# ---- block 1 ----
### src/rtl/apb_req_arbiter_if.sv
// APB bus between the request arbiter (master) and a single APB slave.
// Widths must match the arbiter's A_WIDTH/D_WIDTH parameters.
interface apb_req_arbiter_if #(
    parameter int A_WIDTH = 8,
    parameter int D_WIDTH = 8
);
    logic               p_sel;
    logic               p_enable;
    logic               p_write;
    logic [A_WIDTH-1:0] p_addr;
    logic [D_WIDTH-1:0] wr_data;
    logic [D_WIDTH-1:0] rd_data;
    logic               p_ready;
    logic               p_slverr;

    modport master (
        output p_sel, p_enable, p_write, p_addr, wr_data,
        input  rd_data, p_ready, p_slverr
    );

    modport slave (
        input  p_sel, p_enable, p_write, p_addr, wr_data,
        output rd_data, p_ready, p_slverr
    );
endinterface

### src/rtl/apb_req_arbiter.sv
// Round-robin APB master shared by NUM_REQ requesters; min 3 cycles request-to-done, +1 per wait state.
// Backpressure: p_ready low holds ACCESS (bounded by TIMEOUT); requests are level and wait until granted.
module apb_req_arbiter #(
    parameter int A_WIDTH = 8,
    parameter int D_WIDTH = 8,
    parameter int NUM_REQ = 4,
    parameter int TIMEOUT = 16
) (
    input  logic                       p_clk,
    input  logic                       p_rst,
    input  logic [NUM_REQ-1:0]         req,
    input  logic [NUM_REQ-1:0]         req_write,
    input  logic [NUM_REQ*A_WIDTH-1:0] req_addr,
    input  logic [NUM_REQ*D_WIDTH-1:0] req_wdata,
    output logic [NUM_REQ-1:0]         done,
    output logic [D_WIDTH-1:0]         rsp_rdata,
    output logic                       rsp_err,
    apb_req_arbiter_if.master          apb
);
    localparam int GW = $clog2(NUM_REQ);
    localparam int CW = (TIMEOUT > 0) ? $clog2(TIMEOUT + 1) : 1;

    typedef enum logic [1:0] {IDLE, SETUP, ACCESS} state_t;

    typedef struct packed {
        logic               write;
        logic [A_WIDTH-1:0] addr;
        logic [D_WIDTH-1:0] wdata;
    } xfer_t;

    state_t             state_q, state_d;
    xfer_t              xfer_q;
    logic               p_sel_q, p_enable_q;
    logic [GW-1:0]      last_grant, grant_q, winner;
    logic               win_vld;
    logic [NUM_REQ-1:0] eligible;
    logic [CW-1:0]      wait_cnt;
    logic               complete, timed_out;
    logic [NUM_REQ-1:0] done_q;
    logic [D_WIDTH-1:0] rdata_q;
    logic               err_q;

    function automatic logic [GW-1:0] rr_idx(input logic [GW-1:0] base, input int off);
        int s;
        s = (int'(base) + off) % NUM_REQ;
        return GW'(s);
    endfunction

    // The requester completing this cycle is masked so others get a turn first.
    assign eligible = req & ~done_q;

    always_comb begin
        winner  = last_grant;
        win_vld = 1'b0;
        for (int i = 1; i <= NUM_REQ; i++) begin
            if (!win_vld && eligible[rr_idx(last_grant, i)]) begin
                win_vld = 1'b1;
                winner  = rr_idx(last_grant, i);
            end
        end
    end

    always_ff @(posedge p_clk or posedge p_rst) begin
        if (p_rst) state_q <= IDLE;
        else       state_q <= state_d;
    end

    always_comb begin
        state_d   = state_q;
        complete  = 1'b0;
        timed_out = 1'b0;
        unique case (state_q)
            IDLE:   if (win_vld) state_d = SETUP;
            SETUP:  state_d = ACCESS;
            ACCESS: begin
                if (apb.p_ready) begin
                    complete = 1'b1;
                    state_d  = IDLE;
                end else if (TIMEOUT > 0 && wait_cnt == CW'(TIMEOUT - 1)) begin
                    // This stalled cycle is the TIMEOUT-th one: abort now.
                    complete  = 1'b1;
                    timed_out = 1'b1;
                    state_d   = IDLE;
                end
            end
            default: state_d = IDLE;
        endcase
    end

    always_ff @(posedge p_clk or posedge p_rst) begin
        if (p_rst) begin
            xfer_q     <= '0;
            p_sel_q    <= 1'b0;
            p_enable_q <= 1'b0;
            last_grant <= GW'(NUM_REQ - 1);
            grant_q    <= '0;
            wait_cnt   <= '0;
            done_q     <= '0;
            rdata_q    <= '0;
            err_q      <= 1'b0;
        end else begin
            p_sel_q    <= (state_d != IDLE);
            p_enable_q <= (state_d == ACCESS);
            done_q     <= '0;
            rdata_q    <= '0;
            err_q      <= 1'b0;

            if (state_q == IDLE && win_vld) begin
                grant_q      <= winner;
                last_grant   <= winner;
                xfer_q.write <= req_write[winner];
                xfer_q.addr  <= req_addr[winner*A_WIDTH +: A_WIDTH];
                xfer_q.wdata <= req_wdata[winner*D_WIDTH +: D_WIDTH];
            end

            if (state_q == SETUP)
                wait_cnt <= '0;
            else if (state_q == ACCESS && !apb.p_ready)
                wait_cnt <= wait_cnt + CW'(1);

            if (complete) begin
                done_q  <= NUM_REQ'(1) << grant_q;
                err_q   <= timed_out | apb.p_slverr;
                rdata_q <= (timed_out || xfer_q.write) ? '0 : apb.rd_data;
            end
        end
    end

    assign apb.p_sel    = p_sel_q;
    assign apb.p_enable = p_enable_q;
    assign apb.p_write  = xfer_q.write;
    assign apb.p_addr   = xfer_q.addr;
    assign apb.wr_data  = xfer_q.wdata;
    assign done         = done_q;
    assign rsp_rdata    = rdata_q;
    assign rsp_err      = err_q;
endmodule

### src/flat_wrapper.sv
// flat-port wrapper written by rule: the top's interface ports become plain ports
module apb_req_arbiter_flat 
#(
    parameter int A_WIDTH = 8,
    parameter int D_WIDTH = 8,
    parameter int NUM_REQ = 4,
    parameter int TIMEOUT = 16
)
  (p_clk, p_rst, req, req_write, req_addr, req_wdata, done, rsp_rdata, rsp_err, apb_p_sel, apb_p_enable, apb_p_write, apb_p_addr, apb_wr_data, apb_rd_data, apb_p_ready, apb_p_slverr);
  apb_req_arbiter_if #(.A_WIDTH(A_WIDTH), .D_WIDTH(D_WIDTH)) apb_i ();
  input  logic p_clk;
  input  logic p_rst;
  input  logic [NUM_REQ-1:0] req;
  input  logic [NUM_REQ-1:0] req_write;
  input  logic [NUM_REQ*A_WIDTH-1:0] req_addr;
  input  logic [NUM_REQ*D_WIDTH-1:0] req_wdata;
  output logic [NUM_REQ-1:0] done;
  output logic [D_WIDTH-1:0] rsp_rdata;
  output logic rsp_err;
  output wire logic [$bits(apb_i.p_sel)-1:0] apb_p_sel;
  output wire logic [$bits(apb_i.p_enable)-1:0] apb_p_enable;
  output wire logic [$bits(apb_i.p_write)-1:0] apb_p_write;
  output wire logic [$bits(apb_i.p_addr)-1:0] apb_p_addr;
  output wire logic [$bits(apb_i.wr_data)-1:0] apb_wr_data;
  input wire logic [$bits(apb_i.rd_data)-1:0] apb_rd_data;
  input wire logic [$bits(apb_i.p_ready)-1:0] apb_p_ready;
  input wire logic [$bits(apb_i.p_slverr)-1:0] apb_p_slverr;
  assign apb_p_sel = apb_i.p_sel;
  assign apb_p_enable = apb_i.p_enable;
  assign apb_p_write = apb_i.p_write;
  assign apb_p_addr = apb_i.p_addr;
  assign apb_wr_data = apb_i.wr_data;
  assign apb_i.rd_data = apb_rd_data;
  assign apb_i.p_ready = apb_p_ready;
  assign apb_i.p_slverr = apb_p_slverr;
  apb_req_arbiter #(.A_WIDTH(A_WIDTH), .D_WIDTH(D_WIDTH), .NUM_REQ(NUM_REQ), .TIMEOUT(TIMEOUT)) u_core (.p_clk(p_clk), .p_rst(p_rst), .req(req), .req_write(req_write), .req_addr(req_addr), .req_wdata(req_wdata), .done(done), .rsp_rdata(rsp_rdata), .rsp_err(rsp_err), .apb(apb_i));
endmodule
### config.mk
export PLATFORM = sky130hd
export DESIGN_NAME = apb_req_arbiter_flat
export DESIGN_NICKNAME = d
export VERILOG_FILES = /design/src/rtl/apb_req_arbiter_if.sv /design/src/rtl/apb_req_arbiter.sv /design/src/flat_wrapper.sv
export SDC_FILE = /design/constraint.sdc
export NUM_CORES = 1
export LEC_CHECK = 0
export CORE_MARGIN = 1
export CORE_UTILIZATION = 42
export DETAILED_ROUTE_END_ITERATION = 8
export GPL_ROUTABILITY_DRIVEN = 1
export GPL_TIMING_DRIVEN = 1
export PLACE_DENSITY = 0.85
export RECOVER_POWER = 100
export SYNTH_ARGS = -nofsm -noshare
export SYNTH_HDL_FRONTEND = slang
export SYNTH_SLANG_ARGS = --single-unit
### constraint.sdc
create_clock -name p_clk -period 6.2 [get_ports p_clk]
set_input_delay 1.86 -clock p_clk [delete_from_list [all_inputs] [get_ports p_clk]]
set_output_delay 1.86 -clock p_clk [all_outputs]
set_load 0.05 [all_outputs]
# ---- block 2 ----
==> src/rtl/pwm_decoder.sv <==
// ---------------------------------------------------------------------------
// pwm_decoder
//
// Receive-side decoder for a fixed-period PWM stream. The asynchronous input
// is synchronised, every frame (rising edge to rising edge) is timed, and the
// number of high samples in a correctly sized frame is reported as the duty.
// Constant levels that never produce edges are reported as 0 or PERIOD every
// PERIOD cycles. Frames that are too short or too long raise an error pulse.
//
// Parameters
//   PERIOD : expected frame length in clock cycles (2 .. 2^CNT_W-1)
//   CNT_W  : width of the internal counters and of o_duty
//
// Ports
//   i_clk   : clock
//   i_rst_n : asynchronous active-low reset
//   i_pwm   : asynchronous PWM input
//   o_duty  : last valid duty measurement (high cycles per frame)
//   o_valid : one-cycle pulse when o_duty is updated
//   o_err   : one-cycle pulse when a malformed frame is detected
// ---------------------------------------------------------------------------
module pwm_decoder #(
    parameter int PERIOD = 10,
    parameter int CNT_W  = 4
) (
    input  logic             i_clk,
    input  logic             i_rst_n,
    input  logic             i_pwm,
    output logic [CNT_W-1:0] o_duty,
    output logic             o_valid,
    output logic             o_err
);

    localparam logic [CNT_W-1:0] PERIOD_C = CNT_W'(PERIOD);
    localparam logic [CNT_W-1:0] LAST_C   = CNT_W'(PERIOD - 1);
    localparam logic [CNT_W-1:0] ZERO_C   = CNT_W'(0);
    localparam logic [CNT_W-1:0] ONE_C    = CNT_W'(1);

    typedef enum logic [0:0] {
        SEARCH  = 1'b0,
        MEASURE = 1'b1
    } state_t;

    // Input conditioning
    logic sync1_r;
    logic s_r;
    logic s_d_r;
    logic rise_s;

    // Frame measurement state
    state_t           state_r;
    state_t           state_s;
    logic [CNT_W-1:0] per_cnt_r;
    logic [CNT_W-1:0] per_cnt_s;
    logic [CNT_W-1:0] hi_cnt_r;
    logic [CNT_W-1:0] hi_cnt_s;
    logic [CNT_W-1:0] lvl_cnt_r;
    logic [CNT_W-1:0] lvl_cnt_s;
    logic             static_s;

    // Registered outputs
    logic [CNT_W-1:0] duty_r;
    logic [CNT_W-1:0] duty_s;
    logic             valid_r;
    logic             valid_s;
    logic             err_r;
    logic             err_s;

    assign rise_s  = s_r & ~s_d_r;
    assign o_duty  = duty_r;
    assign o_valid = valid_r;
    assign o_err   = err_r;

    // Two-flop synchronizer plus one delay stage for edge detection
    always_ff @(posedge i_clk or negedge i_rst_n) begin
        if (!i_rst_n) begin
            sync1_r <= 1'b0;
            s_r     <= 1'b0;
            s_d_r   <= 1'b0;
        end else begin
            sync1_r <= i_pwm;
            s_r     <= sync1_r;
            s_d_r   <= s_r;
        end
    end

    // Next-state, counter and output decode
    always_comb begin
        state_s   = state_r;
        per_cnt_s = per_cnt_r;
        hi_cnt_s  = hi_cnt_r;
        lvl_cnt_s = lvl_cnt_r;
        duty_s    = duty_r;
        valid_s   = 1'b0;
        err_s     = 1'b0;
        static_s  = 1'b0;

        // Static-level detector: counts cycles since the last level change,
        // independent of the frame FSM.
        if (s_r != s_d_r) begin
            lvl_cnt_s = ONE_C;
        end else if (lvl_cnt_r == LAST_C) begin
            static_s  = 1'b1;
            lvl_cnt_s = ZERO_C;
        end else begin
            lvl_cnt_s = lvl_cnt_r + ONE_C;
        end

        case (state_r)
            SEARCH: begin
                if (rise_s) begin
                    state_s   = MEASURE;
                    per_cnt_s = ONE_C;
                    hi_cnt_s  = ONE_C;
                end else begin
                    state_s = SEARCH;
                end
            end
            MEASURE: begin
                if (rise_s) begin
                    if (per_cnt_r == PERIOD_C) begin
                        duty_s  = hi_cnt_r;
                        valid_s = 1'b1;
                    end else begin
                        err_s = 1'b1;
                    end
                    per_cnt_s = ONE_C;
                    hi_cnt_s  = ONE_C;
                end else if (per_cnt_r == PERIOD_C) begin
                    // Frame ran past its expected end without a new rise
                    err_s   = 1'b1;
                    state_s = SEARCH;
                end else begin
                    per_cnt_s = per_cnt_r + ONE_C;
                    hi_cnt_s  = hi_cnt_r + {{(CNT_W-1){1'b0}}, s_r};
                end
            end
            default: begin
                state_s = SEARCH;
            end
        endcase

        // A static report wins over an overrun on the same cycle; a rise
        // cannot coincide with it because a rise resets the level counter.
        if (static_s) begin
            duty_s  = s_r ? PERIOD_C : ZERO_C;
            valid_s = 1'b1;
            err_s   = 1'b0;
            state_s = SEARCH;
        end else begin
            duty_s = duty_s;
        end
    end

    // State, counter and output registers
    always_ff @(posedge i_clk or negedge i_rst_n) begin
        if (!i_rst_n) begin
            state_r   <= SEARCH;
            per_cnt_r <= ZERO_C;
            hi_cnt_r  <= ZERO_C;
            lvl_cnt_r <= ZERO_C;
            duty_r    <= ZERO_C;
            valid_r   <= 1'b0;
            err_r     <= 1'b0;
        end else begin
            state_r   <= state_s;
            per_cnt_r <= per_cnt_s;
            hi_cnt_r  <= hi_cnt_s;
            lvl_cnt_r <= lvl_cnt_s;
            duty_r    <= duty_s;
            valid_r   <= valid_s;
            err_r     <= err_s;
        end
    end

endmodule

==> config.mk <==
export PLATFORM = sky130hd
export DESIGN_NAME = pwm_decoder
export DESIGN_NICKNAME = d
export VERILOG_FILES = /design/src/rtl/pwm_decoder.sv
export SDC_FILE = /design/constraint.sdc
export NUM_CORES = 1
export LEC_CHECK = 0
export CAP_MARGIN = 15
export CORE_ASPECT_RATIO = 1.4
export CORE_MARGIN = 2
export CORE_UTILIZATION = 32
export DETAILED_ROUTE_END_ITERATION = 6
export PLACE_DENSITY = 0.51
export SLEW_MARGIN = 10
export SYNTH_ARGS = -nofsm -noshare
export SYNTH_HDL_FRONTEND = slang
export SYNTH_SLANG_ARGS = --single-unit
==> constraint.sdc <==
create_clock -name i_clk -period 3.8 [get_ports i_clk]
set_input_delay 0.38 -clock i_clk [delete_from_list [all_inputs] [get_ports i_clk]]
set_output_delay 0.38 -clock i_clk [all_outputs]
set_load 0.01 [all_outputs]
Figure 1. Layout detail (block 2).
Window x 14 to 39, y 24 to 49 um. Cells in grey, sequential cells in the stronger grey; small squares are vias.
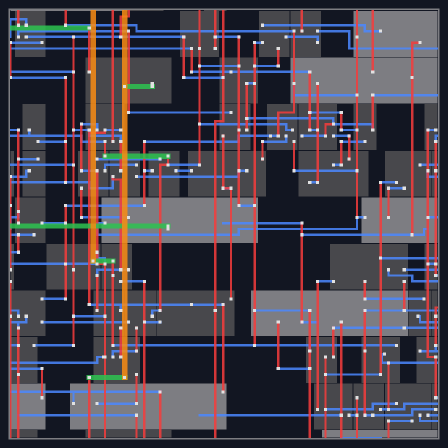
Key: green = met3; blue = met1; orange = met4; red = met2
41 logic cells have their middle in the window. Netlist names of flops here include hi_cnt_r (3). Sequential cells in the window: 5. Most frequent: a21oi_1 (5), dfrtp_1 (5), nand3_1 (4).

==> impl_metrics.ini, block 2 <==
; synthesis and place-and-route metrics
[outcome]
outcome = finished, final reports clean

[power]
p_clk_share_pct = 20.1
pwr-share-seq_pct = 50.5

[floorplan]
fp.coreArea_mm2 = 0.00312
rows = 24

[routing]
drcViolationCount = 0
antenna_left = 0

[place]
gp_congestion = 0.713

[clock_network]
cts_buffer_depth = 2

[final_timing]
layout_min_cycle_time_ns = 1.71
skew_ns = 0.00312
fin_tns_setup_ns = 0

[critical_path]
crit_end = hi_cnt_r[3]

[grt]
grt_max_degree = 23

[flow_run]
tool_warnings = 28

[synth]
ys_cells = 101
yosys_area_mm2 = 0.00106
Figure 2. Met2 routing (block 1).
Drawn at 4 px/um.
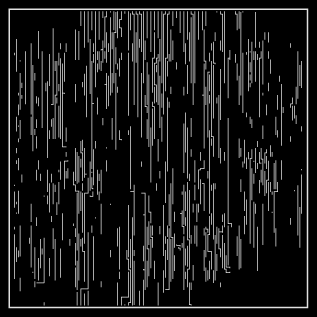
The layer holds 53% of the routed length. 348 nets have wire on it.

Figure 3. Register map, names as in the netlist (block 1).
Drawn at 4 px/um.
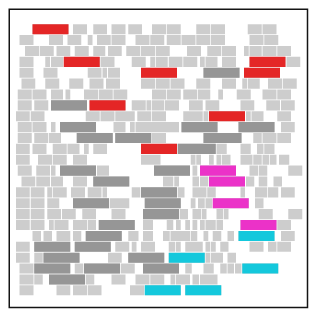
Key: red = u_core.apb.p_addr [flops 8]; magenta = u_core.done [flops 4, where east]; cyan = u_core.wait_cnt [flops 5]

==> impl_metrics.ini, block 1 <==
; synthesis and place-and-route metrics
[flow_run]
cap_viol_max_count = 2

[grt]
grt_pass1_wl_um = 8570

[final_timing]
finalSetupViolations = 0
slew_violations = 80

[power]
pg_comb_uw = 876

[critical_path]
worstPathArrival_ns = 4.82
cp_top_family = simple AND/OR/NAND/NOR gates
critPathKind = in -> reg

[cells_and_area]
layout_top_cell = clkdlybuf4s50_1
drive_gt1_share_pct = 2.84
clk_share_pct = 2.97
dominant_cells = buffers

[place]
dp_hpwl_um = 4200

[outcome]
outcome = finished, violations left
violations = max-capacitance violations, max-slew violations

[synth]
edf_count = 0
ys.flops = 43

[floorplan]
fp.coreArea_mm2 = 0.00488

# ---- block 3 ----
Figure 4. Met2 routing (block 3).
Drawn at 6 px/um.
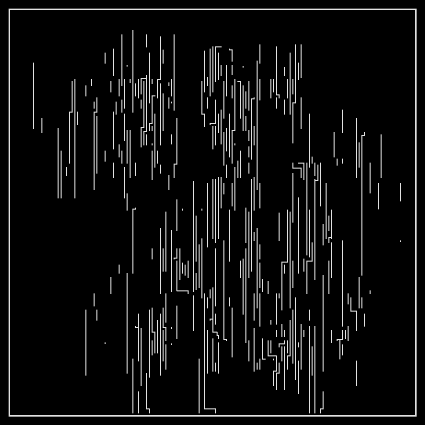

--- src/rtl/uart_pkg.sv ---
// Shared UART definitions: FSM state encoding and default line constants.
// Imported by the transmitter and the receiver.
package uart_pkg;

  localparam int DATA_BITS         = 8;
  localparam int DEFAULT_CLK_FREQ  = 50000000;
  localparam int DEFAULT_BAUD_RATE = 9600;

  typedef enum logic [2:0] {
    ST_IDLE   = 3'd0,
    ST_START  = 3'd1,
    ST_DATA   = 3'd2,
    ST_PARITY = 3'd3,
    ST_STOP   = 3'd4
  } uart_state_e;

endpackage

--- src/rtl/uart_baud_gen.sv ---
// Bit-period counter: runs 0..CLKS_PER_BIT-1 while enabled, held at 0 while cleared.
// tick is high in the cycle the counter sits at its terminal count.
// The counter wraps to 0 on the terminal count, so consecutive bits abut exactly.
module uart_baud_gen #(
  parameter int CLKS_PER_BIT = 16,
  parameter int CNT_W        = 13
) (
  input  logic clk,
  input  logic rst,
  input  logic clear,
  input  logic enable,
  output logic tick
);

  localparam logic [CNT_W-1:0] LAST = CNT_W'(CLKS_PER_BIT - 1);

  logic [CNT_W-1:0] count;

  assign tick = enable && (count == LAST);

  // Free-running bit-period counter, cleared while the line is idle.
  always_ff @(posedge clk or posedge rst) begin
    if (rst) begin
      count <= '0;
    end else if (clear) begin
      count <= '0;
    end else if (enable) begin
      if (count == LAST) count <= '0;
      else               count <= count + 1'b1;
    end
  end

endmodule

--- src/rtl/uart_tx.sv ---
// UART transmitter: start bit, 8 data bits LSB first, optional parity, 1 or 2 stop bits.
// tx falls on the edge that accepts tx_start; the frame lasts (9+PARITY_EN+STOP_BITS)*CLKS_PER_BIT cycles.
// tx_start is ignored while busy, except on the final stop-bit edge, where it chains a new frame with no gap.
module uart_tx
  import uart_pkg::*;
#(
  parameter int CLK_FREQ     = DEFAULT_CLK_FREQ,
  parameter int BAUD_RATE    = DEFAULT_BAUD_RATE,
  parameter int CLKS_PER_BIT = CLK_FREQ / BAUD_RATE,
  parameter int PARITY_EN    = 0,
  parameter int PARITY_ODD   = 0,
  parameter int STOP_BITS    = 1
) (
  input  logic       clk,
  input  logic       rst,
  input  logic       tx_start,
  input  logic [7:0] tx_dat,
  output logic       tx,
  output logic       tx_busy,
  output logic       tx_done
);

  // 13 bits covers the default 5208; grow only for very slow baud rates.
  localparam int CNT_W = (CLKS_PER_BIT > 8191) ? $clog2(CLKS_PER_BIT) : 13;
  localparam logic [2:0] LAST_BIT  = 3'(DATA_BITS - 1);
  localparam logic       LAST_STOP = 1'(STOP_BITS - 1);

  uart_state_e state;
  logic [7:0]  shreg;
  logic [2:0]  bit_idx;
  logic        stop_idx;
  logic        par_bit;
  logic        tick;
  logic        idle;
  logic        frame_end;
  logic        accept;

  assign idle      = (state == ST_IDLE);
  assign frame_end = (state == ST_STOP) && tick && (stop_idx == LAST_STOP);
  // A start request on the final stop edge is treated exactly like one seen in IDLE.
  assign accept    = tx_start && (idle || frame_end);

  uart_baud_gen #(
    .CLKS_PER_BIT(CLKS_PER_BIT),
    .CNT_W       (CNT_W)
  ) u_baud (
    .clk   (clk),
    .rst   (rst),
    .clear (idle),
    .enable(!idle),
    .tick  (tick)
  );

  // Frame sequencer; every output is registered so tx never glitches.
  always_ff @(posedge clk or posedge rst) begin
    if (rst) begin
      state    <= ST_IDLE;
      tx       <= 1'b1;
      tx_busy  <= 1'b0;
      tx_done  <= 1'b0;
      shreg    <= '0;
      bit_idx  <= '0;
      stop_idx <= 1'b0;
      par_bit  <= 1'b0;
    end else begin
      tx_done <= frame_end;
      if (accept) begin
        shreg   <= tx_dat;
        par_bit <= (^tx_dat) ^ (PARITY_ODD != 0);
        bit_idx <= '0;
        state   <= ST_START;
        tx_busy <= 1'b1;
        tx      <= 1'b0;
      end else begin
        case (state)
          ST_IDLE: begin
            tx      <= 1'b1;
            tx_busy <= 1'b0;
          end
          ST_START: if (tick) begin
            state   <= ST_DATA;
            tx      <= shreg[0];
            bit_idx <= '0;
          end
          ST_DATA: if (tick) begin
            if (bit_idx == LAST_BIT) begin
              stop_idx <= 1'b0;
              if (PARITY_EN != 0) begin
                state <= ST_PARITY;
                tx    <= par_bit;
              end else begin
                state <= ST_STOP;
                tx    <= 1'b1;
              end
            end else begin
              shreg   <= shreg >> 1;
              tx      <= shreg[1];
              bit_idx <= bit_idx + 1'b1;
            end
          end
          ST_PARITY: if (tick) begin
            state    <= ST_STOP;
            tx       <= 1'b1;
            stop_idx <= 1'b0;
          end
          ST_STOP: if (tick) begin
            if (stop_idx == LAST_STOP) begin
              state   <= ST_IDLE;
              tx_busy <= 1'b0;
              tx      <= 1'b1;
            end else begin
              stop_idx <= stop_idx + 1'b1;
            end
          end
          default: begin
            state   <= ST_IDLE;
            tx      <= 1'b1;
            tx_busy <= 1'b0;
          end
        endcase
      end
    end
  end

endmodule

--- config.mk ---
export PLATFORM = sky130hd
export DESIGN_NAME = uart_tx
export DESIGN_NICKNAME = d
export VERILOG_FILES = /design/src/rtl/uart_pkg.sv /design/src/rtl/uart_baud_gen.sv /design/src/rtl/uart_tx.sv
export SDC_FILE = /design/constraint.sdc
export NUM_CORES = 1
export LEC_CHECK = 0
export CAP_MARGIN = 30
export CORE_MARGIN = 2
export CORE_UTILIZATION = 40
export DETAILED_ROUTE_END_ITERATION = 12
export GPL_TIMING_DRIVEN = 0
export HOLD_SLACK_MARGIN = 0.06
export SYNTH_ARGS = -nofsm -noshare
export SYNTH_HDL_FRONTEND = slang
export SYNTH_HIERARCHICAL = 1
export SYNTH_SLANG_ARGS = --single-unit
--- constraint.sdc ---
create_clock -name clk -period 5.2 [get_ports clk]
set_clock_uncertainty 0.05 [all_clocks]
set_input_delay 0.52 -clock clk [delete_from_list [all_inputs] [get_ports clk]]
set_output_delay 0.52 -clock clk [all_outputs]
set_load 0.05 [all_outputs]
# ---- block 4 ----
File: config.mk
export PLATFORM = sky130hd
export DESIGN_NAME = pc_ctrl_bpred
export DESIGN_NICKNAME = d
export VERILOG_FILES = /design/src/rtl/pc_ctrl_bpred.sv
export SDC_FILE = /design/constraint.sdc
export NUM_CORES = 1
export LEC_CHECK = 0
export CAP_MARGIN = 20
export CORE_ASPECT_RATIO = 1.5
export CORE_MARGIN = 8
export CORE_UTILIZATION = 53
export CTS_CLUSTER_SIZE = 8
export DETAILED_ROUTE_END_ITERATION = 8
export MAX_ROUTING_LAYER = met4
export PLACE_DENSITY = 0.83
export REMOVE_ABC_BUFFERS = 1
export SLEW_MARGIN = 40
export SYNTH_ARGS = -nofsm -noshare
export SYNTH_HDL_FRONTEND = slang
export SYNTH_SLANG_ARGS = --single-unit
export TNS_END_PERCENT = 30
File: constraint.sdc
create_clock -name clk -period 6.05 [get_ports clk]
set_clock_uncertainty 0.1 [all_clocks]
set_input_delay 1.21 -clock clk [delete_from_list [all_inputs] [get_ports clk]]
set_output_delay 1.21 -clock clk [all_outputs]
set_load 0.05 [all_outputs]
File: src/rtl/pc_ctrl_bpred.sv
// Fetch PC control with a direct-mapped BTB (2-bit counters), EX-stage branch
// resolution, mispredict flush, HALT handling and branch performance counters.
//
// state      | meaning
// ST_RUN     | normal fetch, predict and resolve
// ST_HALTED  | HALT taken; PC frozen, no updates, sticky until reset
module pc_ctrl_bpred #(
    parameter int              PC_W      = 16,
    parameter int              IMM_W     = 9,
    parameter int              BTB_DEPTH = 8,
    parameter logic [PC_W-1:0] RST_VEC   = '0,
    parameter int              CNT_W     = 16
) (
    input  logic             clk,
    input  logic             rst_n,
    input  logic             stall_f,
    input  logic             halt_d,
    input  logic             ex_valid,
    input  logic             ex_is_br,
    input  logic             ex_is_breg,
    input  logic [2:0]       ex_cond,
    input  logic [2:0]       ex_flags,
    input  logic [IMM_W-1:0] ex_imm,
    input  logic [PC_W-1:0]  ex_reg_tgt,
    input  logic [PC_W-1:0]  ex_pc,
    input  logic             ex_pred_taken,
    input  logic [PC_W-1:0]  ex_pred_tgt,
    output logic [PC_W-1:0]  pc_f,
    output logic             pred_taken_f,
    output logic [PC_W-1:0]  pred_tgt_f,
    output logic             flush,
    output logic             halted,
    output logic [CNT_W-1:0] br_cnt,
    output logic [CNT_W-1:0] mispred_cnt
);

    localparam int IDX_W = $clog2(BTB_DEPTH);
    localparam int TAG_W = PC_W - IDX_W - 1;

    typedef enum logic {ST_RUN, ST_HALTED} state_t;

    state_t                 state_q, state_d;
    logic                   halted_q, halted_d;
    logic [PC_W-1:0]        pc_q, pc_d;
    logic [CNT_W-1:0]       br_cnt_q, br_cnt_d;
    logic [CNT_W-1:0]       mis_cnt_q, mis_cnt_d;

    logic [BTB_DEPTH-1:0]   btb_vld_q, btb_vld_d;
    logic [TAG_W-1:0]       btb_tag_q [BTB_DEPTH];
    logic [TAG_W-1:0]       btb_tag_d [BTB_DEPTH];
    logic [PC_W-1:0]        btb_tgt_q [BTB_DEPTH];
    logic [PC_W-1:0]        btb_tgt_d [BTB_DEPTH];
    logic [1:0]             btb_ctr_q [BTB_DEPTH];
    logic [1:0]             btb_ctr_d [BTB_DEPTH];

    logic [IDX_W-1:0]       f_idx, e_idx;
    logic [TAG_W-1:0]       f_tag, e_tag;
    logic                   f_hit, e_hit;
    logic                   res_v, taken, mispredict;
    logic                   flag_z, flag_v, flag_n;
    logic [PC_W-1:0]        imm_ext, b_tgt, res_tgt, seq_pc;

    assign f_idx = pc_q[IDX_W:1];
    assign f_tag = pc_q[PC_W-1:IDX_W+1];
    assign f_hit = btb_vld_q[f_idx] && (btb_tag_q[f_idx] == f_tag);

    assign e_idx = ex_pc[IDX_W:1];
    assign e_tag = ex_pc[PC_W-1:IDX_W+1];
    assign e_hit = btb_vld_q[e_idx] && (btb_tag_q[e_idx] == e_tag);

    assign {flag_z, flag_v, flag_n} = ex_flags;

    always_comb begin
        taken = 1'b0;
        case (ex_cond)
            3'b000: taken = !flag_z;
            3'b001: taken = flag_z;
            3'b010: taken = !flag_z && !flag_n;
            3'b011: taken = flag_n;
            3'b100: taken = flag_z || (!flag_z && !flag_n);
            3'b101: taken = flag_z || flag_n;
            3'b110: taken = flag_v;
            3'b111: taken = 1'b1;
        endcase
    end

    // Branches reaching EX after HALT are wrong-path; nothing resolves while halted.
    assign res_v   = ex_valid && ex_is_br && (state_q == ST_RUN);
    assign imm_ext = {{(PC_W-IMM_W){ex_imm[IMM_W-1]}}, ex_imm};
    assign seq_pc  = ex_pc + PC_W'(2);
    assign b_tgt   = seq_pc + {imm_ext[PC_W-2:0], 1'b0};
    assign res_tgt = ex_is_breg ? ex_reg_tgt : b_tgt;

    assign mispredict = res_v && ((taken != ex_pred_taken) ||
                                  (taken && ex_pred_taken && (res_tgt != ex_pred_tgt)));

    always_comb begin
        btb_vld_d = btb_vld_q;
        btb_tag_d = btb_tag_q;
        btb_tgt_d = btb_tgt_q;
        btb_ctr_d = btb_ctr_q;
        if (res_v) begin
            if (taken) begin
                if (e_hit) begin
                    if (btb_ctr_q[e_idx] != 2'b11) btb_ctr_d[e_idx] = btb_ctr_q[e_idx] + 2'd1;
                    btb_tgt_d[e_idx] = res_tgt;
                end else begin
                    btb_vld_d[e_idx] = 1'b1;
                    btb_tag_d[e_idx] = e_tag;
                    btb_tgt_d[e_idx] = res_tgt;
                    btb_ctr_d[e_idx] = 2'b10;
                end
            end else if (e_hit && (btb_ctr_q[e_idx] != 2'b00)) begin
                btb_ctr_d[e_idx] = btb_ctr_q[e_idx] - 2'd1;
            end
        end
    end

    always_comb begin
        pc_d      = pc_q + PC_W'(2);
        br_cnt_d  = br_cnt_q;
        mis_cnt_d = mis_cnt_q;
        state_d   = state_q;
        if (mispredict)                              pc_d = taken ? res_tgt : seq_pc;
        else if ((state_q == ST_HALTED) || halt_d)   pc_d = pc_q;
        else if (stall_f)                            pc_d = pc_q;
        else if (pred_taken_f)                       pc_d = pred_tgt_f;
        if (res_v && (br_cnt_q != '1))       br_cnt_d  = br_cnt_q + CNT_W'(1);
        if (mispredict && (mis_cnt_q != '1)) mis_cnt_d = mis_cnt_q + CNT_W'(1);
        if ((state_q == ST_RUN) && halt_d && !mispredict) state_d = ST_HALTED;
        halted_d = (state_d == ST_HALTED);
    end

    always_ff @(posedge clk or negedge rst_n) begin
        if (!rst_n) begin
            state_q  <= ST_RUN;
            halted_q <= 1'b0;
        end else begin
            state_q  <= state_d;
            halted_q <= halted_d;
        end
    end

    always_ff @(posedge clk or negedge rst_n) begin
        if (!rst_n) begin
            pc_q      <= RST_VEC;
            br_cnt_q  <= '0;
            mis_cnt_q <= '0;
            btb_vld_q <= '0;
            for (int i = 0; i < BTB_DEPTH; i++) begin
                btb_tag_q[i] <= '0;
                btb_tgt_q[i] <= '0;
                btb_ctr_q[i] <= 2'b01;
            end
        end else begin
            pc_q      <= pc_d;
            br_cnt_q  <= br_cnt_d;
            mis_cnt_q <= mis_cnt_d;
            btb_vld_q <= btb_vld_d;
            btb_tag_q <= btb_tag_d;
            btb_tgt_q <= btb_tgt_d;
            btb_ctr_q <= btb_ctr_d;
        end
    end

    assign pc_f         = pc_q;
    assign pred_taken_f = f_hit && btb_ctr_q[f_idx][1];
    assign pred_tgt_f   = f_hit ? btb_tgt_q[f_idx] : '0;
    assign flush        = mispredict;
    assign halted       = halted_q;
    assign br_cnt       = br_cnt_q;
    assign mispred_cnt  = mis_cnt_q;

endmodule
# ---- block 5 ----
`src/rtl/cache_dm_ctrl.sv`:
```
// Direct-mapped write-through, no-write-allocate read cache with a fixed-latency memory port.
// Optional hit/miss statistics counters are built when CACHE_STATS_EN is defined.
module cache_dm_ctrl #(
    parameter int DATA_W   = 16,
    parameter int ADDR_W   = 16,
    parameter int INDEX_W  = 6,
    parameter int OFFSET_W = 2,
    parameter int MEM_LAT  = 4
) (
    input  logic              clk_100,
    input  logic              rst_n,
    input  logic              req_valid,
    output logic              req_ready,
    input  logic              req_we,
    input  logic [ADDR_W-1:0] req_addr,
    input  logic [DATA_W-1:0] req_wdata,
    output logic              rsp_valid,
    output logic [DATA_W-1:0] rsp_rdata,
    output logic              hit,
    output logic [ADDR_W-1:0] mem_addr,
    output logic              mem_rd,
    output logic              mem_wr,
    output logic [DATA_W-1:0] mem_wdata,
    input  logic [DATA_W-1:0] mem_rdata
`ifdef CACHE_STATS_EN
    ,
    output logic [15:0]       stat_hits,
    output logic [15:0]       stat_misses
`endif
);

    localparam int LINES      = 1 << INDEX_W;
    localparam int LINE_WORDS = 1 << OFFSET_W;
    localparam int TAG_W      = ADDR_W - INDEX_W - OFFSET_W;
    localparam int C_W        = (MEM_LAT > 1) ? $clog2(MEM_LAT) : 1;

    typedef enum logic [1:0] {
        ST_IDLE   = 2'd0,
        ST_LOOKUP = 2'd1,
        ST_FILL   = 2'd2,
        ST_WRITE  = 2'd3
    } state_t;

    state_t              state_q, state_d;
    logic [ADDR_W-1:0]   addr_q, addr_d;
    logic                we_q, we_d;
    logic [DATA_W-1:0]   wdata_q, wdata_d;
    logic                replay_q, replay_d;
    logic [OFFSET_W-1:0] w_q, w_d;
    logic [C_W-1:0]      c_q, c_d;
    logic [LINES-1:0]    valid_q, valid_d;
    logic                rsp_valid_q, rsp_valid_d;
    logic [DATA_W-1:0]   rsp_rdata_q, rsp_rdata_d;
    logic                hit_q, hit_d;
    logic [ADDR_W-1:0]   mem_addr_q, mem_addr_d;
    logic                mem_rd_q, mem_rd_d;
    logic                mem_wr_q, mem_wr_d;
    logic [DATA_W-1:0]   mem_wdata_q, mem_wdata_d;

    logic [DATA_W-1:0]   data_mem [0:LINES*LINE_WORDS-1];
    logic [TAG_W-1:0]    tag_mem  [0:LINES-1];

    logic [TAG_W-1:0]            tag_s;
    logic [INDEX_W-1:0]          index_s;
    logic [OFFSET_W-1:0]         offset_s;
    logic [OFFSET_W-1:0]         w_inc_s;
    logic                        match_s;
    logic                        c_last_s;
    logic                        arr_we_s;
    logic [INDEX_W+OFFSET_W-1:0] arr_addr_s;
    logic [DATA_W-1:0]           arr_wdata_s;
    logic                        tag_we_s;
    logic                        hit_inc_s;
    logic                        miss_inc_s;

    assign tag_s    = addr_q[ADDR_W-1 -: TAG_W];
    assign index_s  = addr_q[OFFSET_W +: INDEX_W];
    assign offset_s = addr_q[OFFSET_W-1:0];
    assign w_inc_s  = w_q + OFFSET_W'(1);
    assign match_s  = valid_q[index_s] && (tag_mem[index_s] == tag_s);
    assign c_last_s = (c_q == C_W'(MEM_LAT - 1));

    // Next-state and next-output decode; outputs are computed for the state being entered.
    always_comb begin
        state_d     = state_q;
        addr_d      = addr_q;
        we_d        = we_q;
        wdata_d     = wdata_q;
        replay_d    = replay_q;
        w_d         = w_q;
        c_d         = c_q;
        valid_d     = valid_q;
        rsp_valid_d = 1'b0;
        rsp_rdata_d = rsp_rdata_q;
        hit_d       = 1'b0;
        mem_addr_d  = mem_addr_q;
        mem_rd_d    = mem_rd_q;
        mem_wr_d    = mem_wr_q;
        mem_wdata_d = mem_wdata_q;
        arr_we_s    = 1'b0;
        arr_addr_s  = {index_s, offset_s};
        arr_wdata_s = wdata_q;
        tag_we_s    = 1'b0;
        hit_inc_s   = 1'b0;
        miss_inc_s  = 1'b0;
        case (state_q)
            ST_IDLE: begin
                if (req_valid) begin
                    addr_d   = req_addr;
                    we_d     = req_we;
                    wdata_d  = req_wdata;
                    replay_d = 1'b0;
                    state_d  = ST_LOOKUP;
                end else begin
                    state_d  = ST_IDLE;
                end
            end
            ST_LOOKUP: begin
                if (we_q) begin
                    // Write-through: refresh the cached copy only when the line is present.
                    arr_we_s    = match_s;
                    mem_wr_d    = 1'b1;
                    mem_addr_d  = addr_q;
                    mem_wdata_d = wdata_q;
                    c_d         = '0;
                    state_d     = ST_WRITE;
                end else if (match_s) begin
                    rsp_valid_d = 1'b1;
                    rsp_rdata_d = data_mem[{index_s, offset_s}];
                    hit_d       = ~replay_q;
                    hit_inc_s   = ~replay_q;
                    state_d     = ST_IDLE;
                end else begin
                    miss_inc_s = 1'b1;
                    mem_rd_d   = 1'b1;
                    mem_addr_d = {tag_s, index_s, {OFFSET_W{1'b0}}};
                    w_d        = '0;
                    c_d        = '0;
                    state_d    = ST_FILL;
                end
            end
            ST_FILL: begin
                if (c_last_s) begin
                    arr_we_s    = 1'b1;
                    arr_addr_s  = {index_s, w_q};
                    arr_wdata_s = mem_rdata;
                    c_d         = '0;
                    w_d         = w_inc_s;
                    if (w_q == OFFSET_W'(LINE_WORDS - 1)) begin
                        tag_we_s         = 1'b1;
                        valid_d[index_s] = 1'b1;
                        mem_rd_d         = 1'b0;
                        replay_d         = 1'b1;
                        state_d          = ST_LOOKUP;
                    end else begin
                        mem_addr_d = {tag_s, index_s, w_inc_s};
                    end
                end else begin
                    c_d = c_q + C_W'(1);
                end
            end
            ST_WRITE: begin
                if (c_last_s) begin
                    mem_wr_d    = 1'b0;
                    rsp_valid_d = 1'b1;
                    c_d         = '0;
                    state_d     = ST_IDLE;
                end else begin
                    c_d = c_q + C_W'(1);
                end
            end
            default: begin
                state_d  = ST_IDLE;
                mem_rd_d = 1'b0;
                mem_wr_d = 1'b0;
            end
        endcase
    end

    // Control state, valid bits and registered outputs.
    always_ff @(posedge clk_100 or negedge rst_n) begin
        if (!rst_n) begin
            state_q     <= ST_IDLE;
            addr_q      <= '0;
            we_q        <= 1'b0;
            wdata_q     <= '0;
            replay_q    <= 1'b0;
            w_q         <= '0;
            c_q         <= '0;
            valid_q     <= '0;
            rsp_valid_q <= 1'b0;
            rsp_rdata_q <= '0;
            hit_q       <= 1'b0;
            mem_addr_q  <= '0;
            mem_rd_q    <= 1'b0;
            mem_wr_q    <= 1'b0;
            mem_wdata_q <= '0;
        end else begin
            state_q     <= state_d;
            addr_q      <= addr_d;
            we_q        <= we_d;
            wdata_q     <= wdata_d;
            replay_q    <= replay_d;
            w_q         <= w_d;
            c_q         <= c_d;
            valid_q     <= valid_d;
            rsp_valid_q <= rsp_valid_d;
            rsp_rdata_q <= rsp_rdata_d;
            hit_q       <= hit_d;
            mem_addr_q  <= mem_addr_d;
            mem_rd_q    <= mem_rd_d;
            mem_wr_q    <= mem_wr_d;
            mem_wdata_q <= mem_wdata_d;
        end
    end

    // Data and tag storage; contents are meaningful only where the valid bit is set.
    always_ff @(posedge clk_100) begin
        if (arr_we_s) begin
            data_mem[arr_addr_s] <= arr_wdata_s;
        end
        if (tag_we_s) begin
            tag_mem[index_s] <= tag_s;
        end
    end

`ifdef CACHE_STATS_EN
    logic [15:0] stat_hits_q, stat_hits_d;
    logic [15:0] stat_misses_q, stat_misses_d;

    // Saturating statistics increments.
    always_comb begin
        stat_hits_d   = stat_hits_q;
        stat_misses_d = stat_misses_q;
        if (hit_inc_s && (stat_hits_q != 16'hFFFF)) begin
            stat_hits_d = stat_hits_q + 16'd1;
        end else begin
            stat_hits_d = stat_hits_q;
        end
        if (miss_inc_s && (stat_misses_q != 16'hFFFF)) begin
            stat_misses_d = stat_misses_q + 16'd1;
        end else begin
            stat_misses_d = stat_misses_q;
        end
    end

    // Statistics registers, cleared only by reset.
    always_ff @(posedge clk_100 or negedge rst_n) begin
        if (!rst_n) begin
            stat_hits_q   <= 16'd0;
            stat_misses_q <= 16'd0;
        end else begin
            stat_hits_q   <= stat_hits_d;
            stat_misses_q <= stat_misses_d;
        end
    end

    assign stat_hits   = stat_hits_q;
    assign stat_misses = stat_misses_q;
`else
    logic unused_stats_s;
    assign unused_stats_s = hit_inc_s ^ miss_inc_s;
`endif

    assign req_ready = (state_q == ST_IDLE);
    assign rsp_valid = rsp_valid_q;
    assign rsp_rdata = rsp_rdata_q;
    assign hit       = hit_q;
    assign mem_addr  = mem_addr_q;
    assign mem_rd    = mem_rd_q;
    assign mem_wr    = mem_wr_q;
    assign mem_wdata = mem_wdata_q;

endmodule
```
`config.mk`:
```
export PLATFORM = sky130hd
export DESIGN_NAME = cache_dm_ctrl
export DESIGN_NICKNAME = d
export VERILOG_FILES = /design/src/rtl/cache_dm_ctrl.sv
export SDC_FILE = /design/constraint.sdc
export NUM_CORES = 2
export LEC_CHECK = 0
export CORE_MARGIN = 4
export CORE_UTILIZATION = 35
export DETAILED_ROUTE_END_ITERATION = 12
export PLACE_DENSITY_LB_ADDON = 0.08
export RECOVER_POWER = 100
export SYNTH_ARGS = -nofsm -noshare
export SYNTH_HDL_FRONTEND = slang
export SYNTH_MEMORY_MAX_BITS = 65536
export SYNTH_SLANG_ARGS = --single-unit
```
`constraint.sdc`:
```
create_clock -name clk_100 -period 7.31 [get_ports clk_100]
set_clock_uncertainty 0.1 [all_clocks]
set_input_delay 1.462 -clock clk_100 [delete_from_list [all_inputs] [get_ports clk_100]]
set_output_delay 1.462 -clock clk_100 [all_outputs]
set_load 0.05 [all_outputs]
```
Figure 5. Routing congestion (block 4).
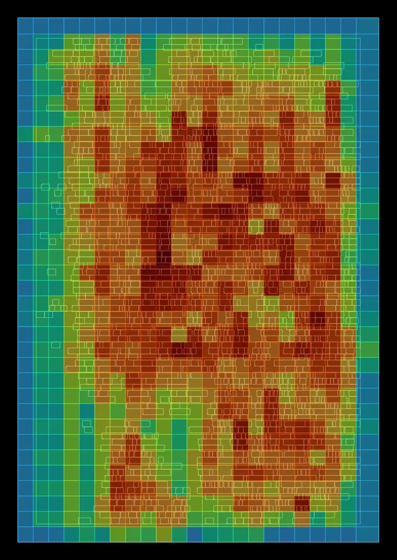
Global Route met2 Usage: 46.1%
WL per Instance: 23.6 um

Figure 6. Cell sizes after repair (block 4).
Drawn at 2 px/um.
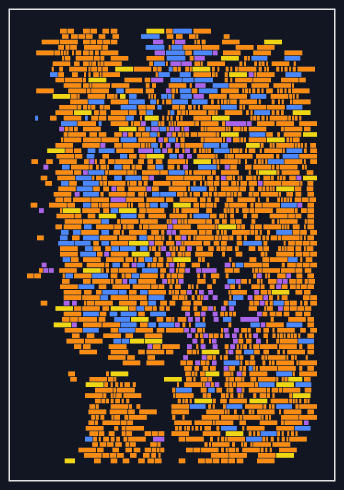
Key: purple = drive 3 to 4 [cells 134, share 7.6%]; orange = drive 1 or less [cells 1414, share 80%]; yellow = drive 6 and up [cells 53, share 3.0%]; blue = drive 2 [cells 161, share 9.1%]

==> impl_metrics.ini, block 4 <==
; synthesis and place-and-route metrics
[power]
pg_seq_uw = 2190

[synth]
top_area_share_pct = 42.7
ys_cells = 1545
topCellsByArea = dfrtp_1, mux4_2, mux2i_1

[cells_and_area]
seq-cell-share_pct = 36.3
reg_top3 = btb_tgt_q (128), btb_tag_q (96)
layout.nonclk_buf_share_pct = 11.3
dominant_cells = multi-input combinational cells
lay_top_cells = dfrtp_1, nand2_1, o21ai_0
comb_share_pct = 43.4

[critical_path]
crit_buf_inv = 4
cp_cell_sequence = clkdlybuf4s50_1 -> nand3_1 -> xnor2_1 -> ha_1 -> and3_1 -> a221oi_4 -> buf_4 -> buf_4 -> nor3_1 -> or4_1 -> o2111ai_1 -> nor4_1 -> nand4_1 -> and2_4 -> buf_12
crit_fanout = 3

[final_timing]
finalSetupViolations = 1
relSlewSlack_pct = 44.4
worst_slack_ns = -0.00259
layout_min_cycle_time_ns = 6.05

[outcome]
outcome = finished, violations left
violations = negative setup slack

[routing]
detailedRoute.firstIterationViolations = 1126

[grt]
grtUsageTotal_pct = 27.7

[place]
place_ws_ns = -0.275
gp_congestion = 0.953

[floorplan]
io_pins = 138

[flow_run]
tool_warnings = 27
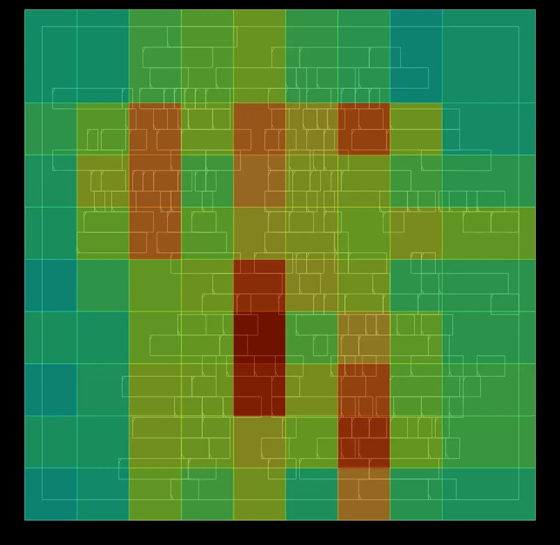
Figure 7: block 3, routing congestion.
M3 GR Usage: 5.17%
met1 Usage GRT: 23.2%

Figure 8. Cell sizes after repair (block 3).
Drawn at 6 px/um.
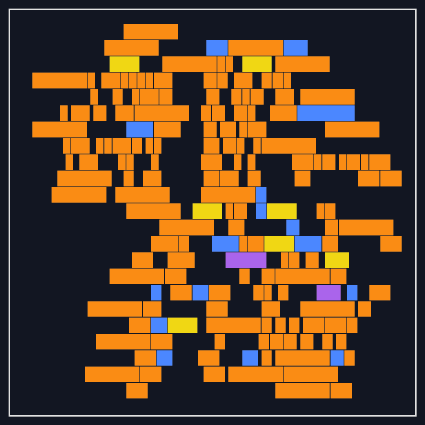
Key: purple = drive 3 to 4 [cells 2, share 1.1%]; orange = drive 1 or less [cells 157, share 86%]; yellow = drive 6 and up [cells 7, share 3.8%]; blue = drive 2 [cells 16, share 8.8%]
area grow syn2layout: 17.6%
Buffers, non-clock: 18

Notes on Figure 4 above:
The layer carries 1560 um of wire. The layer holds 46% of the routed length. The wires run mostly vertical. The longest straight run is 23.3 um.

==> impl_metrics.ini, block 3 <==
; synthesis and place-and-route metrics
[synth]
edf_count = 0
topCombFamilyByArea = simple AND/OR/NAND/NOR gates
syn-cell-area_mm2 = 0.00161
synth_top_cell_by_count = dfrtp_1
yosysUniqueCellTypes = 50
avgSynthCellArea_um2 = 10.0

[grt]
grtUsageTotal_pct = 18.0
grt_pass1_vias = 1324

[critical_path]
reg2reg_depth = 9
r2r_start = state[0]
rr_endpoint = shreg[6]
cp-end-kind = register

[routing]
detailedRoute.firstIterationViolations = 73

[min_path]
hold_start = shreg[0]
holdPathEnd = shreg[0]

[flow_run]
tool_warnings = 26
cap_viol_max_count = 0

[cells_and_area]
largest_reg_flops = 13
fin_cells = 232

[clock_network]
path_clk_slew_ns = 0.06

[final_timing]
finalSetupViolations = 0
hold_violations = 0

[outcome]
outcome = finished, final reports clean
Figure 9. Register map, names as in the netlist (block 5).
Drawn at 1 px/um.
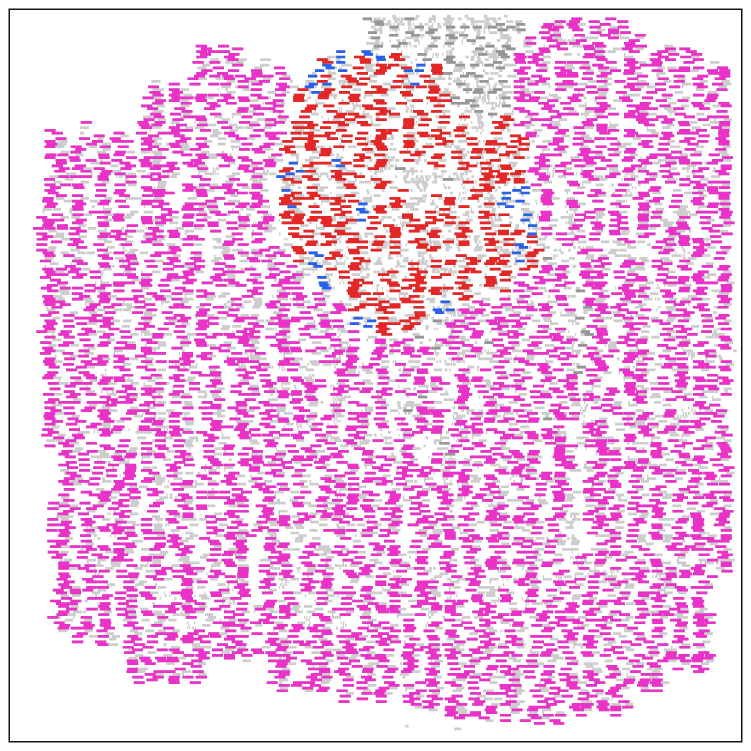
Key: red = tag_mem [flops 512, where north]; magenta = data_mem [flops 4096, where all over the die]; blue = valid_q [flops 64]
Another 92 sequential cells are not coloured.

Figure 10. Met2 routing (block 5).
Drawn at 1 px/um.
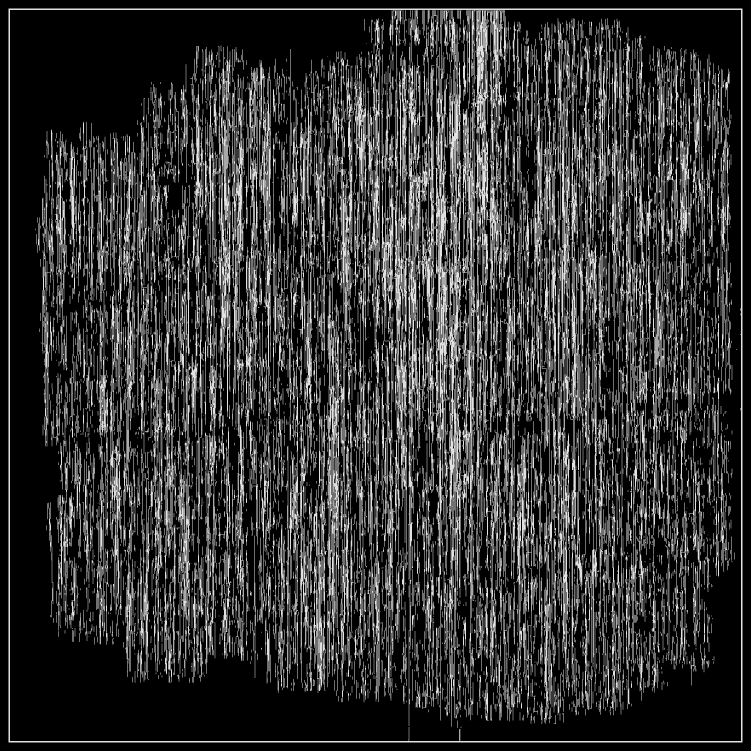
The wires run mostly vertical. The layer holds 48% of the routed length. 7801 nets have wire on it. The longest straight run is 272 um. The layer carries 261 mm of wire.
Global Route met2 Usage: 32.4%
routed wire length: 540000 um
total number of vias: 85400

==> impl_metrics.ini, block 5 <==
; synthesis and place-and-route metrics
[cells_and_area]
reg_top3 = data_mem (4096), tag_mem (512), valid_q (64)
nMultiInputCombCells = 2559
layout_top_cell = edfxtp_1
flop_area_mm2 = 0.142
insertedDiodeCount = 19

[outcome]
outcome = finished, violations left
violations = max-capacitance violations, max-slew violations

[final_timing]
slew_violations = 3835
layout_min_cycle_time_ns = 6.72

[power]
switching_share_pct = 34.0
p_clk_share_pct = 28.9
p_comb_share_pct = 32.5

[floorplan]
io_pins = 105

[flow_run]
cap_viol_max_count = 61

[synth]
yosys-top-cells-count = edfxtp_1, mux4_2, nor2_1
edf_count = 4608
ys.flops = 4764
ys_async_sr_fraction_pct = 3.27
aoi_share_pct = 0.747

[grt]
grt_pass1_vias = 88700

[clock_network]
clock-root-buffer = clkbuf_16

[routing]
via_per_inst = 5.39

[place]
place_area_mm2 = 0.196

[critical_path]
ff2ff_setup_slack_ns = 0.59

==> screenshots <==
Layout detail.
Plate I
Window x 21 to 46, y 21 to 46 um. Cells in grey, sequential cells in the stronger grey; small squares are vias.
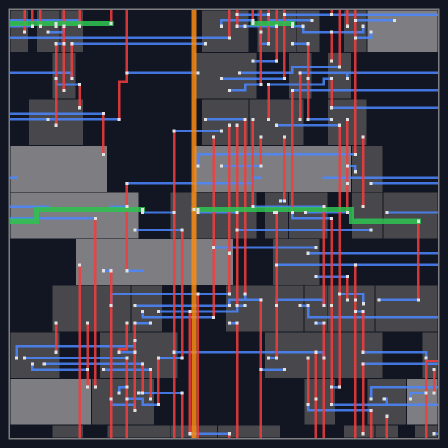
Plate II
Window x 353 to 378, y 353 to 378 um. Cells in grey, sequential cells in the stronger grey; small squares are vias.
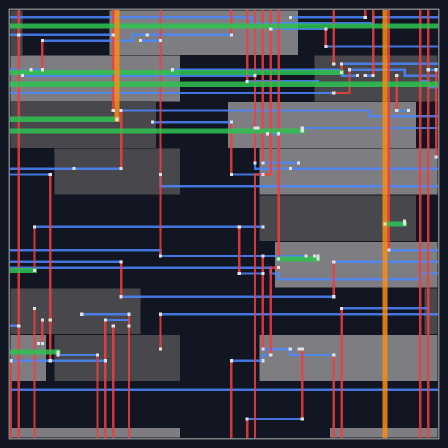
Plate III
Window x 68 to 93, y 105 to 130 um. Cells in grey, sequential cells in the stronger grey; small squares are vias.
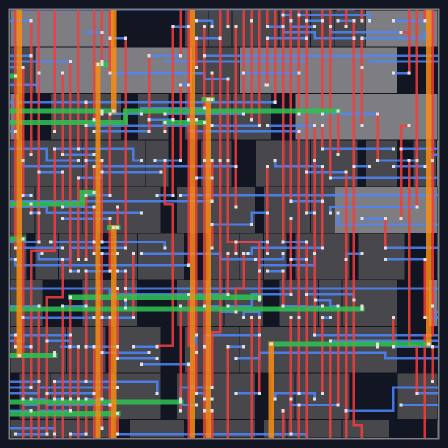
Plate II -> block 5
Plate III -> block 4
Plate I -> block 3

Key to Plate II:
Key: green = met3; red = met2; orange = met4; blue = met1
Sequential cells in the window: 6. 13 logic cells have their middle in the window. Netlist names of flops here include data_mem (6). Most frequent: edfxtp_1 (6).



==> screenshots <==
Routing congestion.
image #1
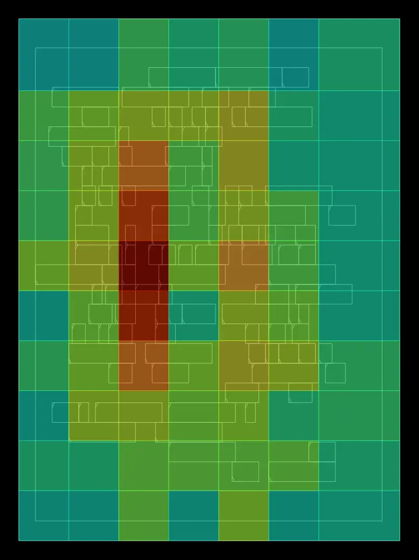
image #2
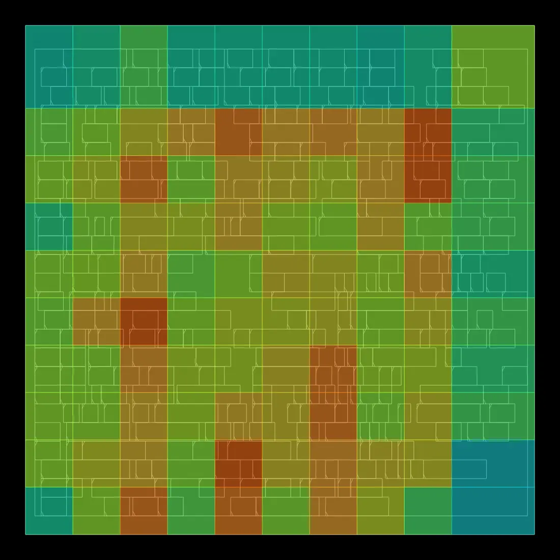
image #3
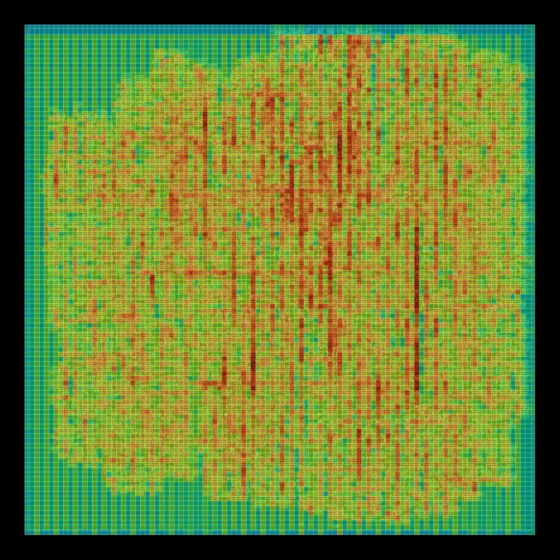
Image #3 comes from block 5.
Image #1 comes from block 2.
Image #2 comes from block 1.
- most wire per cell: image #3

Power and IR drop assume default switching activity.
